# block 1

--- src/rtl/alu_mc.sv ---
// Multi-cycle 8-bit execute stage: single-cycle ALU ops, iterative shifts and
// an 8-iteration shift-add multiply, with a one-cycle register-file write pulse.
module alu_mc #(
    parameter int DW      = 8,
    parameter int MUL_CYC = 8
) (
    input  logic          clk,
    input  logic          rst_n,
    input  logic          start_i,
    input  logic [2:0]    op_i,
    input  logic [DW-1:0] rs_val_i,
    input  logic [DW-1:0] rt_val_i,
    output logic          busy_o,
    output logic          done_o,
    output logic          wen_o,
    output logic [DW-1:0] result_o,
    output logic          carry_o,
    output logic          zero_o
);

    typedef enum logic [1:0] {S_IDLE, S_RUN, S_DONE} state_t;

    localparam logic [2:0] OP_ADD = 3'b000;
    localparam logic [2:0] OP_SUB = 3'b001;
    localparam logic [2:0] OP_AND = 3'b010;
    localparam logic [2:0] OP_XOR = 3'b011;
    localparam logic [2:0] OP_SLL = 3'b100;
    localparam logic [2:0] OP_SRL = 3'b101;
    localparam logic [2:0] OP_MUL = 3'b110;
    localparam logic [2:0] OP_MOV = 3'b111;

    state_t          state_q, state_d;
    logic [2:0]      op_q, op_d;
    logic [2*DW-1:0] acc_q, acc_d;    // shift register / multiplicand
    logic [DW-1:0]   mplr_q, mplr_d;
    logic [2*DW-1:0] prod_q, prod_d;
    logic [3:0]      cnt_q, cnt_d;
    logic [DW-1:0]   result_q, result_d;
    logic            carry_q, carry_d;
    logic            zero_q, zero_d;

    logic            commit;
    logic [DW-1:0]   commit_res;
    logic            commit_c;
    logic [DW:0]     sum;
    logic [2*DW-1:0] prod_nxt;
    logic [DW-1:0]   sh_val;
    logic            sh_bit;
    logic [2:0]      amt;

    always_comb begin
        state_d    = state_q;
        op_d       = op_q;
        acc_d      = acc_q;
        mplr_d     = mplr_q;
        prod_d     = prod_q;
        cnt_d      = cnt_q;
        result_d   = result_q;
        carry_d    = carry_q;
        zero_d     = zero_q;
        commit     = 1'b0;
        commit_res = '0;
        commit_c   = 1'b0;
        sum        = '0;
        prod_nxt   = '0;
        sh_val     = '0;
        sh_bit     = 1'b0;
        amt        = rt_val_i[2:0];

        case (state_q)
            S_IDLE: begin
                if (start_i) begin
                    op_d = op_i;
                    case (op_i)
                        OP_ADD: begin
                            sum        = {1'b0, rs_val_i} + {1'b0, rt_val_i};
                            commit     = 1'b1;
                            commit_res = sum[DW-1:0];
                            commit_c   = sum[DW];
                        end
                        OP_SUB: begin
                            // carry out of rs + ~rt + 1 is the "no borrow" flag
                            sum        = {1'b0, rs_val_i} + {1'b0, ~rt_val_i} + 9'd1;
                            commit     = 1'b1;
                            commit_res = sum[DW-1:0];
                            commit_c   = sum[DW];
                        end
                        OP_AND: begin
                            commit     = 1'b1;
                            commit_res = rs_val_i & rt_val_i;
                        end
                        OP_XOR: begin
                            commit     = 1'b1;
                            commit_res = rs_val_i ^ rt_val_i;
                        end
                        OP_MOV: begin
                            commit     = 1'b1;
                            commit_res = rt_val_i;
                        end
                        OP_SLL, OP_SRL: begin
                            if (amt == 3'd0) begin
                                commit     = 1'b1;
                                commit_res = rs_val_i;
                            end else begin
                                acc_d   = {{DW{1'b0}}, rs_val_i};
                                cnt_d   = {1'b0, amt};
                                state_d = S_RUN;
                            end
                        end
                        default: begin  // OP_MUL
                            acc_d   = {{DW{1'b0}}, rs_val_i};
                            mplr_d  = rt_val_i;
                            prod_d  = '0;
                            cnt_d   = 4'(MUL_CYC);
                            state_d = S_RUN;
                        end
                    endcase
                end
            end

            S_RUN: begin
                cnt_d = cnt_q - 4'd1;
                if (op_q == OP_MUL) begin
                    prod_nxt = prod_q + (mplr_q[0] ? acc_q : '0);
                    prod_d   = prod_nxt;
                    acc_d    = acc_q << 1;
                    mplr_d   = mplr_q >> 1;
                    if (cnt_q == 4'd1) begin
                        commit     = 1'b1;
                        commit_res = prod_nxt[DW-1:0];
                        commit_c   = |prod_nxt[2*DW-1:DW];
                    end
                end else begin
                    if (op_q == OP_SLL) begin
                        sh_val = {acc_q[DW-2:0], 1'b0};
                        sh_bit = acc_q[DW-1];
                    end else begin
                        sh_val = {1'b0, acc_q[DW-1:1]};
                        sh_bit = acc_q[0];
                    end
                    acc_d = {{DW{1'b0}}, sh_val};
                    // only the bit shifted out on the final step survives as carry
                    if (cnt_q == 4'd1) begin
                        commit     = 1'b1;
                        commit_res = sh_val;
                        commit_c   = sh_bit;
                    end
                end
            end

            S_DONE: state_d = S_IDLE;

            default: state_d = S_IDLE;
        endcase

        if (commit) begin
            result_d = commit_res;
            carry_d  = commit_c;
            zero_d   = (commit_res == '0);
            state_d  = S_DONE;
        end
    end

    always_ff @(posedge clk) begin
        if (!rst_n) begin
            state_q  <= S_IDLE;
            op_q     <= '0;
            acc_q    <= '0;
            mplr_q   <= '0;
            prod_q   <= '0;
            cnt_q    <= '0;
            result_q <= '0;
            carry_q  <= 1'b0;
            zero_q   <= 1'b0;
        end else begin
            state_q  <= state_d;
            op_q     <= op_d;
            acc_q    <= acc_d;
            mplr_q   <= mplr_d;
            prod_q   <= prod_d;
            cnt_q    <= cnt_d;
            result_q <= result_d;
            carry_q  <= carry_d;
            zero_q   <= zero_d;
        end
    end

    assign busy_o   = (state_q != S_IDLE);
    assign done_o   = (state_q == S_DONE);
    assign wen_o    = (state_q == S_DONE);
    assign result_o = result_q;
    assign carry_o  = carry_q;
    assign zero_o   = zero_q;

endmodule
--- config.mk ---
export PLATFORM = sky130hd
export DESIGN_NAME = alu_mc
export DESIGN_NICKNAME = d
export VERILOG_FILES = /design/src/rtl/alu_mc.sv
export SDC_FILE = /design/constraint.sdc
export NUM_CORES = 1
export LEC_CHECK = 0
export CAP_MARGIN = 20
export CORE_MARGIN = 2
export CORE_UTILIZATION = 55
export CTS_BUF_LIST = sky130_fd_sc_hd__clkbuf_4 sky130_fd_sc_hd__clkbuf_8
export CTS_CLUSTER_SIZE = 8
export DETAILED_ROUTE_END_ITERATION = 8
export HOLD_SLACK_MARGIN = 0.03
export PLACE_DENSITY = 0.81
export REMOVE_ABC_BUFFERS = 1
export SETUP_SLACK_MARGIN = 0.3
export SKIP_CTS_REPAIR_TIMING = 1
export SLEW_MARGIN = 20
export SYNTH_ARGS = -nofsm -noshare
export SYNTH_HDL_FRONTEND = slang
export SYNTH_SLANG_ARGS = --single-unit
export TNS_END_PERCENT = 5
--- constraint.sdc ---
create_clock -name clk -period 2.8 [get_ports clk]
set_input_delay 0.84 -clock clk [delete_from_list [all_inputs] [get_ports clk]]
set_output_delay 0.84 -clock clk [all_outputs]
set_load 0.03 [all_outputs]
==> impl_report.txt <==
==== FLOW RESULTS ====
----------------------------------------------------
[STA]
  Hold slack ........................ 0.460 ns
  Final critical-path share of the clock period ........................ 1.13
  Setup tns final ........................ -0.576 ns
  Max frequency ........................ 315 MHz
  Total of endpoints with negative setup slack in the final report ........................ 3
  Final critical-path setup slack ........................ -0.373 ns

[Worst setup path]
  Cell type of the slowest stage on the worst timing path ........................ sky130_fd_sc_hd__a222oi_1
  Launch point of the worst reg-to-reg path ........................ mplr_q[0]
  Cell depth of the worst setup path ........................ 12
  Crit path max-delay family ........................ AND-OR/OR-AND gates
  Launching element of the worst setup path ........................ rs_val_i[0]
  WS Path Type ........................ primary input to flop

[Yosys]
  Area of the mapped netlist ........................ 0.00462 sq mm
  Top cells by instance count after synthesis ........................ sky130_fd_sc_hd__nand2_1, sky130_fd_sc_hd__nor2_1, sky130_fd_sc_hd__dfxtp_1, sky130_fd_sc_hd__a21oi_1, sky130_fd_sc_hd__ha_1
  Area share of xor/xnor cells in the synthesized design ........................ 0.0304
  Dominant combinational family ........................ AND-OR/OR-AND gates

[Power and ir drop]
  Clk pwr share ........................ 0.343
  Combinational gate power ........................ 0.786 mW
  Pwr dens ........................ 391 mW/mm^2
  Sequential cell fraction of total power ........................ 0.351

[Floorplan]
  Core Density at Floorplan ........................ 0.565
  Ports ........................ 35
  DIE WIDTH ........................ 95.6 um
  Core region area ........................ 0.00818 sq mm

[Layout]
  Clock buffer and inverter area fraction after layout ........................ 0.0340
  Fill cell total of the finished layout ........................ 492
  Total Nets Final ........................ 808
  Post-Route Utilization ........................ 0.806

[Detailed routing]
  M1 WL ........................ 6.55 mm
  Per-cell via count in the routed design ........................ 6.54
  Average wire per standard cell ........................ 20.4 um
  Met2 routed wirelength ........................ 8.42 mm

[GRT]
  GRT met1 Usage ........................ 0.405

[Outcome]
  Outcome ........................ complete, but fails checks
  Violations in the final reports ........................ negative setup slack

[Clocking]
  Clock tree root buffer cell ........................ sky130_fd_sc_hd__clkbuf_8
  CTS H-tree lvls ........................ 3
  CTS tree ........................ yes

[Placement]
  Post-DP Area ........................ 0.00590 sq mm
  GPL Wtd Cong ........................ 0.965

----------------------------------------------------
==> worst min path at each step <==
stage / from / to / slack, ns / depth (start not counted)
floorplan: mplr_q[7] / mplr_q[7] / 0.43 / 2
global placement: mplr_q[7] / mplr_q[7] / 0.45 / 2
detailed placement: result_o[5] / result_o[5] / 0.45 / 2
CTS: result_o[5] / result_o[5] / 0.46 / 2
global route: result_o[1] / result_o[1] / 0.49 / 2
finish: result_o[5] / result_o[5] / 0.46 / 2
==> state kept, by name (all words and copies together) (netlist names) <==
signal and cells:
cnt_q 4, carry_o 1, acc_q 16, zero_o 1, prod_q 16, op_q 3
mplr_q 8, result_o 8, state_q 2
Figure 1. Clock distribution (block 1).
The bar under the picture is 20 um long.
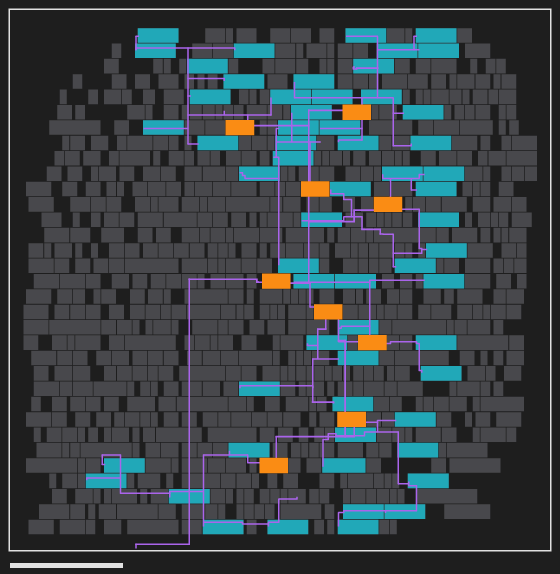
- clock drivers: orange (count 9)
- clock wires: purple (length 751 um)
- flip-flops: cyan (count 59)
- routed clock nets: 10
clock distribution power: 0.884 mW
Clk Latency, worst-skew pair: 0.34 ns
Post-Route Skew: 0.0107 ns

Figure 2. Clock routing (block 1).
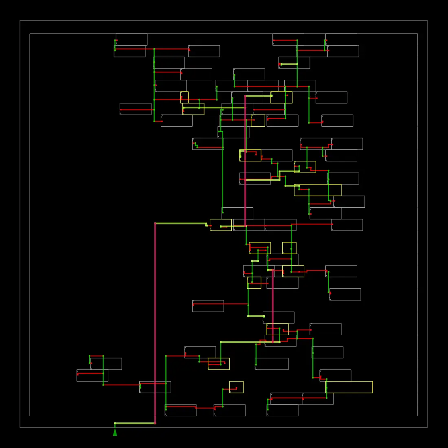
number of clock buffers inserted by TritonCTS: 9
clock tree sinks: 59
layout clock buffer count: 9
Seq cells: 59


# block 2

Figure 3. Metal 4 (block 2).
Supply wires on this layer in grey.
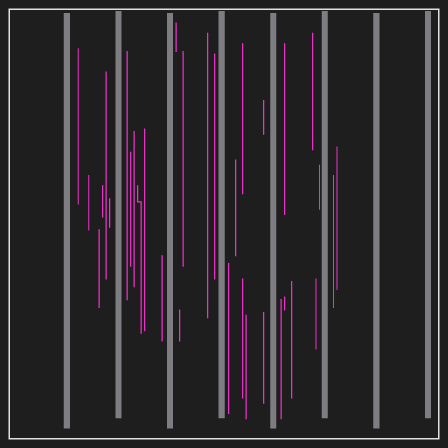
--- config.mk ---
export PLATFORM = sky130hd
export DESIGN_NAME = memif2
export DESIGN_NICKNAME = d
export VERILOG_FILES = /design/src/rtl/memif2_pkg.sv /design/src/rtl/memif2_tmo.sv /design/src/rtl/memif2.sv
export SDC_FILE = /design/constraint.sdc
export NUM_CORES = 1
export LEC_CHECK = 0
export CAP_MARGIN = 20
export CORE_UTILIZATION = 51
export CTS_BUF_LIST = sky130_fd_sc_hd__clkbuf_8
export DETAILED_ROUTE_END_ITERATION = 10
export GPL_TIMING_DRIVEN = 0
export PLACE_DENSITY = 0.84
export SYNTH_ARGS = -nofsm -noshare
export SYNTH_HDL_FRONTEND = slang
export SYNTH_SLANG_ARGS = --single-unit
export TNS_END_PERCENT = 100
--- constraint.sdc ---
create_clock -name clk -period 2.2 [get_ports clk]
set_clock_uncertainty 0.1 [all_clocks]
set_input_delay 0.44 -clock clk [delete_from_list [all_inputs] [get_ports clk]]
set_output_delay 0.44 -clock clk [all_outputs]
set_load 0.1 [all_outputs]
--- src/rtl/memif2_pkg.sv ---
// Shared definitions for the memif2 host-to-memory bridge.
// Register offsets, CSR bits and FSM encodings.
package memif2_pkg;

  localparam logic [1:0] REG_ADDR = 2'd0;
  localparam logic [1:0] REG_DLO  = 2'd1;
  localparam logic [1:0] REG_DHI  = 2'd2;
  localparam logic [1:0] REG_CSR  = 2'd3;

  localparam int CSR_AINC = 0;
  localparam int CSR_ERR  = 1;

  typedef enum logic [1:0] {
    S_IDLE = 2'd0,
    S_MRD  = 2'd1,
    S_MWR  = 2'd2,
    S_ACK  = 2'd3
  } state_e;

endpackage

--- src/rtl/memif2_tmo.sv ---
// Memory-wait timeout counter for memif2.
// Cleared by load, advanced by count; expire flags the last stalled cycle.
module memif2_tmo #(
  parameter int TMO = 0
) (
  input  logic clk,
  input  logic reset,
  input  logic load_i,
  input  logic count_i,
  output logic expire_o
);

  localparam int CW = (TMO > 1) ? $clog2(TMO) : 1;

  logic [CW-1:0] cnt_q;

  always_ff @(posedge clk) begin
    if (reset || load_i) begin
      cnt_q <= '0;
    end else if (count_i) begin
      cnt_q <= cnt_q + CW'(1);
    end
  end

  assign expire_o = (TMO > 0) && count_i && (cnt_q == CW'(TMO - 1));

endmodule

--- src/rtl/memif2.sv ---
// Host register window onto a wide word memory.
// DHI write / DLO read perform the memory access; the rest is local.
module memif2
  import memif2_pkg::*;
#(
  parameter int AW  = 18,
  parameter int DW  = 36,
  parameter int SW  = 32,
  parameter int TMO = 0
) (
  input  logic          clk,
  input  logic          reset,
  input  logic [1:0]    s_address,
  input  logic          s_write,
  input  logic          s_read,
  input  logic [SW-1:0] s_writedata,
  output logic [SW-1:0] s_readdata,
  output logic          s_waitrequest,
  output logic [AW-1:0] m_address,
  output logic          m_write,
  output logic          m_read,
  output logic [DW-1:0] m_writedata,
  input  logic [DW-1:0] m_readdata,
  input  logic          m_waitrequest
);

  localparam int HW = DW / 2;

  state_e        state_q;
  logic [AW-1:0] addr_q;
  logic [AW-1:0] maddr_q;
  logic [HW-1:0] wlo_q;
  logic [HW-1:0] whi_q;
  logic          ainc_q;
  logic          err_q;
  logic          swait_q;
  logic          mrd_q;
  logic          mwr_q;
  logic [SW-1:0] rdata_q;
  logic [DW-1:0] mwd_q;
  logic          busy;
  logic          expire;
  logic [AW-1:0] addr_inc;

  assign busy     = (state_q == S_MRD) || (state_q == S_MWR);
  assign addr_inc = ainc_q ? addr_q + AW'(1) : addr_q;

  memif2_tmo #(.TMO(TMO)) u_tmo (
    .clk      (clk),
    .reset    (reset),
    .load_i   (!busy),
    .count_i  (busy && m_waitrequest),
    .expire_o (expire)
  );

  always_ff @(posedge clk) begin
    if (reset) begin
      state_q <= S_IDLE;
      addr_q  <= '0;
      maddr_q <= '0;
      wlo_q   <= '0;
      whi_q   <= '0;
      ainc_q  <= 1'b0;
      err_q   <= 1'b0;
      swait_q <= 1'b1;
      mrd_q   <= 1'b0;
      mwr_q   <= 1'b0;
      rdata_q <= '0;
      mwd_q   <= '0;
    end else begin
      unique case (state_q)
        S_IDLE: begin
          if (s_write || s_read) begin
            state_q <= S_ACK;
            swait_q <= 1'b0;
            if (s_write) begin
              case (s_address)
                REG_ADDR: addr_q <= s_writedata[AW-1:0];
                REG_DLO:  wlo_q  <= s_writedata[HW-1:0];
                REG_DHI: begin
                  whi_q   <= s_writedata[HW-1:0];
                  state_q <= S_MWR;
                  swait_q <= 1'b1;
                  mwr_q   <= 1'b1;
                  maddr_q <= addr_q;
                  mwd_q   <= {s_writedata[HW-1:0], wlo_q};
                end
                default: begin
                  ainc_q <= s_writedata[CSR_AINC];
                  if (s_writedata[CSR_ERR]) err_q <= 1'b0;
                end
              endcase
            end else begin
              case (s_address)
                REG_ADDR: rdata_q <= SW'(addr_q);
                REG_DLO: begin
                  state_q <= S_MRD;
                  swait_q <= 1'b1;
                  mrd_q   <= 1'b1;
                  maddr_q <= addr_q;
                end
                REG_DHI: begin
                  rdata_q <= SW'(whi_q);
                  addr_q  <= addr_inc;
                end
                default: rdata_q <= SW'({err_q, ainc_q});
              endcase
            end
          end
        end
        S_MRD, S_MWR: begin
          if (!m_waitrequest) begin
            state_q <= S_ACK;
            swait_q <= 1'b0;
            mrd_q   <= 1'b0;
            mwr_q   <= 1'b0;
            if (state_q == S_MRD) begin
              {whi_q, wlo_q} <= m_readdata;
              rdata_q        <= SW'(m_readdata[HW-1:0]);
            end else begin
              addr_q <= addr_inc;
            end
          end else if (expire) begin
            // Abandon the stalled access; local data and address stay put.
            state_q <= S_ACK;
            swait_q <= 1'b0;
            mrd_q   <= 1'b0;
            mwr_q   <= 1'b0;
            err_q   <= 1'b1;
            if (state_q == S_MRD) rdata_q <= '1;
          end
        end
        S_ACK: begin
          state_q <= S_IDLE;
          swait_q <= 1'b1;
          rdata_q <= '0;
        end
      endcase
    end
  end

  assign s_readdata    = rdata_q;
  assign s_waitrequest = swait_q;
  assign m_address     = maddr_q;
  assign m_write       = mwr_q;
  assign m_read        = mrd_q;
  assign m_writedata   = mwd_q;

endmodule

==> impl_report.txt <==
==== FLOW RESULTS ====
----------------------------------------------------
[Clocking]
  Clk slew on worst S/H paths ........................ 0.08 ns
  Clock tree sinks ........................ 132
  Clk Latency, worst-skew pair ........................ 0.45 ns
  Clock tree root buffer cell ........................ sky130_fd_sc_hd__clkbuf_8
  CTS tree ........................ yes

[Layout]
  Fraction of layout cells with a size suffix above 1 ........................ 0.160
  Layout clock buffer count ........................ 18
  Count of plain and timing-repair buffers in the layout ........................ 220
  Seq cells ........................ 132

[Yosys]
  Register bit total from synthesis ........................ 132
  Multiplexer share ........................ 0.0594
  Largest cells by area after synthesis ........................ sky130_fd_sc_hd__dfxtp_1, sky130_fd_sc_hd__a21oi_1, sky130_fd_sc_hd__nand2_1
  Primary FF master, synth ........................ sky130_fd_sc_hd__dfxtp_1
  Simple-Gate Area Share ........................ 0.224
  Area share of and-or/or-and cells after synthesis ........................ 0.206
  Yosys top cell by instances ........................ sky130_fd_sc_hd__dfxtp_1

[STA]
  Final worst path period need ........................ 2.17 ns
  Headroom to the max-slew limit ........................ 0.354
  Final critical-path share of the clock period ........................ 0.988

[Placement]
  GPL Wtd Cong ........................ 0.931
  Post-DP Area ........................ 0.00780 sq mm

[Power and ir drop]
  Leakage power ........................ 3.31 nW
  Group drawing the most power ........................ combinational cells

[GRT]
  Number of antenna violations at the first check in global routing ........................ 0

[Worst setup path]
  Startpoint type of the worst setup path ........................ flop
  Destination of the worst register-to-register timing path ........................ addr_q[6]
  Worst path max stage delay ........................ 0.84 ns
  Cell breakdown of the critical path ........................ clkdlybuf4s15_1

[Outcome]
  Outcome ........................ finished clean

[Floorplan]
  Die height ........................ 113 um

[Worst hold path]
  Worst hold path endpoint ........................ ainc_q

[Detailed routing]
  Number of remaining DRC errors ........................ 0

----------------------------------------------------
## Picture notes: Figure 3
- wire length on this layer: 1,040 um
- main direction: vertical
- share of all routed wire: 5.2%
- nets with wire on the layer: 29
- longest straight run: 74.8 um
final routed wirelength across all metal layers: 20.0 mm
Via Count: 6,444

## metrics by stage
stage	setup WS (ns)	utilization	TNS [ns]	hold WS, ns	cells
3_3_place_gp	-0.352	0.652	-23.76	0.341	1075
3_5_place_dp	-0.356	0.652	-24.57	0.342	1075
2_1_floorplan	0.193	-	0	0.332	795
4_1_cts	0.000133	0.691	0	0.289	1111
5_1_grt	-0.0575	0.688	-0.0730	0.322	1115
6_report	0.0265	0.688	0	0.296	1115
## registers in the layout, indices dropped and copies added (netlist names), 2 cells and up
register and count:
m_writedata 36, addr_q 18, m_address 18, s_readdata 18, whi_q 18, wlo_q 18, state_q 2

# block 3

Figure 4. Clock routing (block 3).
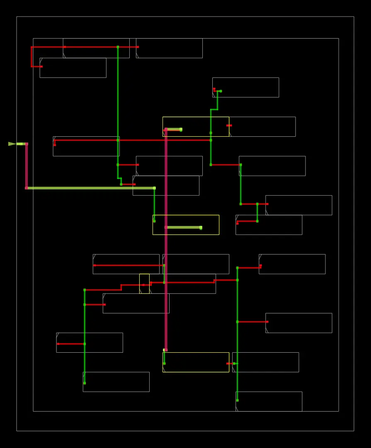
Figure 5. Sizing map (block 3).
The bar under the picture is 10 um long.
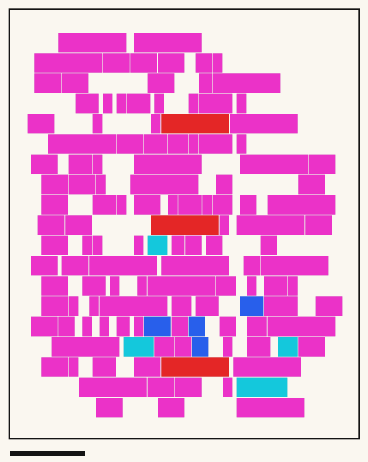
Figure 6. Clock distribution (block 3).
The bar under the picture is 10 um long.
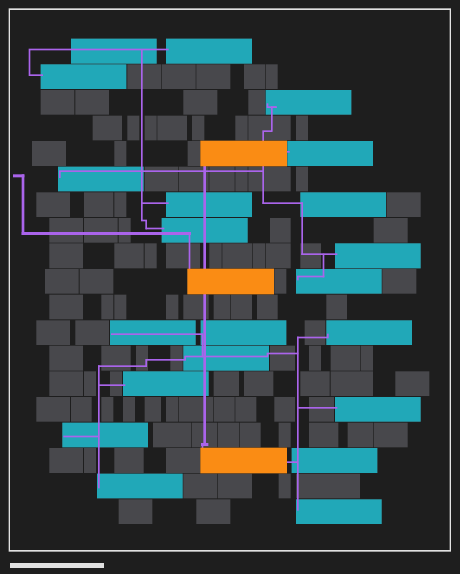
<file path="src/rtl/serial_shift_sched.sv">
// Two-requester round-robin serializer: grants one word per frame and shifts
// it out MSB first, one bit every DIV clocks, with a single gap cycle between frames.
module serial_shift_sched #(
  parameter int WIDTH = 8,
  parameter int DIV   = 4
) (
  input  logic             clk,
  input  logic             rst_n,
  input  logic             req0_valid,
  input  logic [WIDTH-1:0] req0_data,
  output logic             req0_ready,
  input  logic             req1_valid,
  input  logic [WIDTH-1:0] req1_data,
  output logic             req1_ready,
  output logic             serial_out,
  output logic             shift_en,
  output logic             frame,
  output logic             grant_id,
  output logic             done
);

  localparam int DW = (DIV > 1) ? $clog2(DIV) : 1;
  localparam int BW = $clog2(WIDTH);
  localparam logic [DW-1:0] DLAST = DW'(DIV - 1);
  localparam logic [BW-1:0] BLAST = BW'(WIDTH - 1);

  typedef enum logic [1:0] {
    IDLE  = 2'd0,
    SHIFT = 2'd1,
    GAP   = 2'd2
  } state_t;

  state_t           state, n_state;
  logic [WIDTH-1:0] sreg, n_sreg;
  logic [BW-1:0]    bits, n_bits;
  logic [DW-1:0]    div, n_div;
  logic             prio, n_prio;
  logic             n_grant;

  // Reset gates ready so no handshake can complete while held in reset.
  always_comb begin
    req0_ready = 1'b0;
    req1_ready = 1'b0;
    if (rst_n && state == IDLE) begin
      req0_ready = req0_valid && (!req1_valid || !prio);
      req1_ready = req1_valid && (!req0_valid || prio);
    end
  end

  always_comb begin
    n_state = state;
    n_sreg  = sreg;
    n_bits  = bits;
    n_div   = div;
    n_prio  = prio;
    n_grant = grant_id;
    unique case (state)
      IDLE: begin
        if (req0_ready || req1_ready) begin
          n_state = SHIFT;
          n_sreg  = req1_ready ? req1_data : req0_data;
          n_grant = req1_ready;
          n_bits  = BLAST;
          n_div   = '0;
        end
      end
      SHIFT: begin
        if (div == DLAST) begin
          n_div = '0;
          if (bits == '0) begin
            n_state = GAP;
          end else begin
            n_sreg = sreg << 1;
            n_bits = bits - 1'b1;
          end
        end else begin
          n_div = div + 1'b1;
        end
      end
      GAP: begin
        n_state = IDLE;
        n_prio  = ~grant_id;
      end
      default: n_state = IDLE;
    endcase
  end

  // Outputs are registered from next-state values so they align with state.
  always_ff @(posedge clk or negedge rst_n) begin
    if (!rst_n) begin
      state      <= IDLE;
      sreg       <= '0;
      bits       <= '0;
      div        <= '0;
      prio       <= 1'b0;
      grant_id   <= 1'b0;
      serial_out <= 1'b0;
      frame      <= 1'b0;
      shift_en   <= 1'b0;
      done       <= 1'b0;
    end else begin
      state      <= n_state;
      sreg       <= n_sreg;
      bits       <= n_bits;
      div        <= n_div;
      prio       <= n_prio;
      grant_id   <= n_grant;
      serial_out <= (n_state == SHIFT) && n_sreg[WIDTH-1];
      frame      <= (n_state == SHIFT);
      shift_en   <= (n_state == SHIFT) && (n_div == DLAST);
      done       <= (n_state == GAP);
    end
  end

endmodule

</file>
<file path="config.mk">
export PLATFORM = sky130hd
export DESIGN_NAME = serial_shift_sched
export DESIGN_NICKNAME = d
export VERILOG_FILES = /design/src/rtl/serial_shift_sched.sv
export SDC_FILE = /design/constraint.sdc
export NUM_CORES = 1
export LEC_CHECK = 0
export CORE_ASPECT_RATIO = 1.25
export CORE_MARGIN = 2
export CORE_UTILIZATION = 45
export CTS_BUF_LIST = sky130_fd_sc_hd__clkbuf_16
export DETAILED_ROUTE_END_ITERATION = 8
export GPL_ROUTABILITY_DRIVEN = 0
export GPL_TIMING_DRIVEN = 1
export PLACE_DENSITY = 0.81
export SLEW_MARGIN = 20
export SYNTH_ARGS = -nofsm -noshare
export SYNTH_HDL_FRONTEND = slang
export SYNTH_SLANG_ARGS = --single-unit
</file>
<file path="constraint.sdc">
create_clock -name clk -period 3.8 [get_ports clk]
set_clock_uncertainty 0.2 [all_clocks]
set_input_delay 0.76 -clock clk [delete_from_list [all_inputs] [get_ports clk]]
set_output_delay 0.76 -clock clk [all_outputs]
set_load 0.02 [all_outputs]
</file>
==> impl_report.txt <==
==== FLOW RESULTS ====
----------------------------------------------------
[Outcome]
  Outcome ........................ finished clean

[Worst setup path]
  Worst EP arrival ........................ 2.38 ns
  Cell breakdown of the critical path ........................ clkdlybuf4s50_1, nor3b_4, and3_4, clkdlybuf4s50_1
  Worst path max stage delay ........................ 0.59 ns

[STA]
  Setup tns final ........................ 0 ns
  Final critical-path setup slack ........................ 0.459 ns

[Placement]
  Post-DP Area ........................ 0.00134 sq mm
  Count of input and output buffers ........................ 26
  Total half-perimeter wirelength after legalization and detailed placement ........................ 1.58 mm

[Worst hold path]
  Hold Crit Depth ........................ 1

[Layout]
  Inverter tally of the final layout excluding the clock network ........................ 12
  Total Nets Final ........................ 153
  Flip-flop and latch area ........................ 526 sq um
  Non-clock buffering overhead ........................ 0.195
  Clock buffer and inverter area fraction after layout ........................ 0.0557
  Final instance area ........................ 0.00142 sq mm

[Floorplan]
  Std-Cell Rows ........................ 19
  DIE WIDTH ........................ 46.7 um
  Ports ........................ 27

[Yosys]
  Part of the Yosys area used for sequential elements ........................ 0.512
  Post-synthesis cell count from yosys ........................ 98
  Register bit total from synthesis ........................ 21
  Top cells by instance count after synthesis ........................ sky130_fd_sc_hd__dfrtp_1, sky130_fd_sc_hd__nand2_1, sky130_fd_sc_hd__inv_1, sky130_fd_sc_hd__mux2i_1, sky130_fd_sc_hd__o221ai_1

[Clocking]
  Clock tree root buffer cell ........................ sky130_fd_sc_hd__clkbuf_16
  Clk slew on worst S/H paths ........................ 0.06 ns
  Hold-fix buffers, CTS ........................ 0

[Power and ir drop]
  Group drawing the most power ........................ sequential cells
  Clock distribution power ........................ 0.217 mW
  Pwr Total ........................ 0.852 mW

[Flow run]
  Count of warning messages emitted by the tools ........................ 27

[Detailed routing]
  Highest metal layer with signal wires ........................ met4

[GRT]
  Number of global-route vias before repair ........................ 886

----------------------------------------------------
## Picture notes: Figure 4
clock tree sinks: 21
Clk Latency, worst-skew pair: 0.25 ns
layout clock buffer count: 3

## Picture notes: Figure 5
- _2 cells: blue (cells 4)
- _6 and larger: red (cells 3)
- _0 and _1 cells: magenta (cells 118)
- _3 and _4 cells: cyan (cells 4)

## Picture notes: Figure 6
- clock wires: purple (length 250 um)
- flip-flops: cyan (count 21)
- clock drivers: orange (count 3)
- routed clock nets: 4

logic make-up (layout without fill, tap and decap cells):
kind of cell,count (synthesis),count (layout),synth area share
and+or+nand+nor,36,36,0.202
DFF,21,21,0.512
AOI/OAI and AO/OA,18,18,0.134
buffers and inverters,13,44,0.0487
muxes,6,6,0.0585
adders and majority gates,3,3,0.0365
xor gates and xnor gates,1,1,0.00853
state kept, by name, summed over array words and instances, names as in the netlist:
signal	flops
div	2
bits	3
prio	1
sreg	8
done	1
grant_id	1
state	2
shift_en	1
frame	1
serial_out	1


==> gallery <==
Sequential cells coloured by netlist name.
image #1
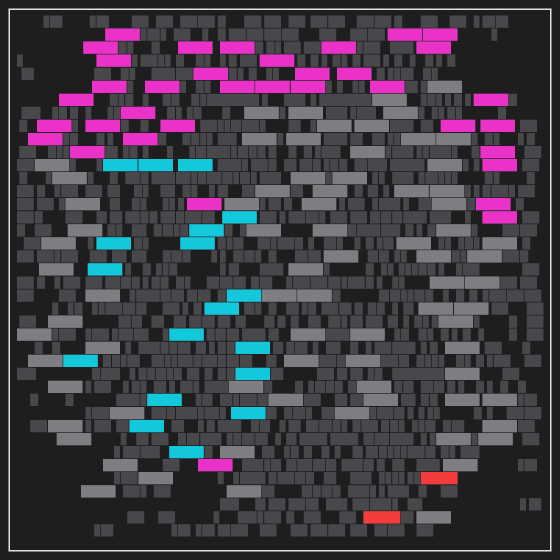
image #2
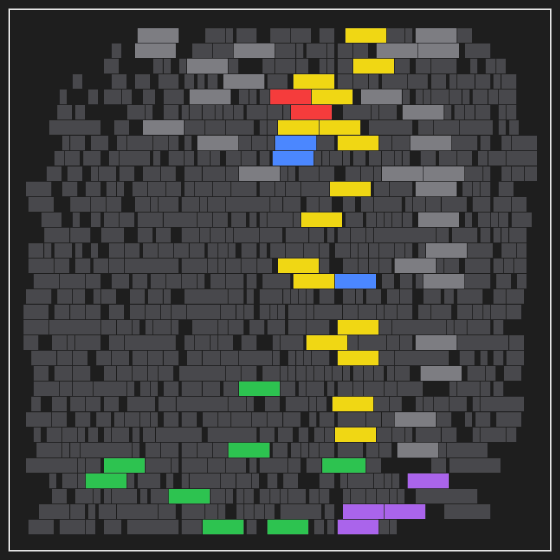
image #3
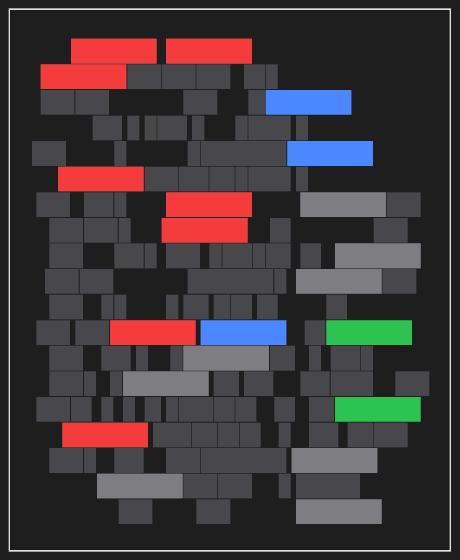
- most cells: image #1
- most sequential cells: image #1
block 3: image #3
block 2: image #1
block 1: image #2

Key to image #3:
- bits: blue (sequential cells 3)
- sreg: red (sequential cells 8)
- div: green (sequential cells 2)
- not coloured: 8

Power figures rest on the tool's default switching activity, not on a simulated workload.
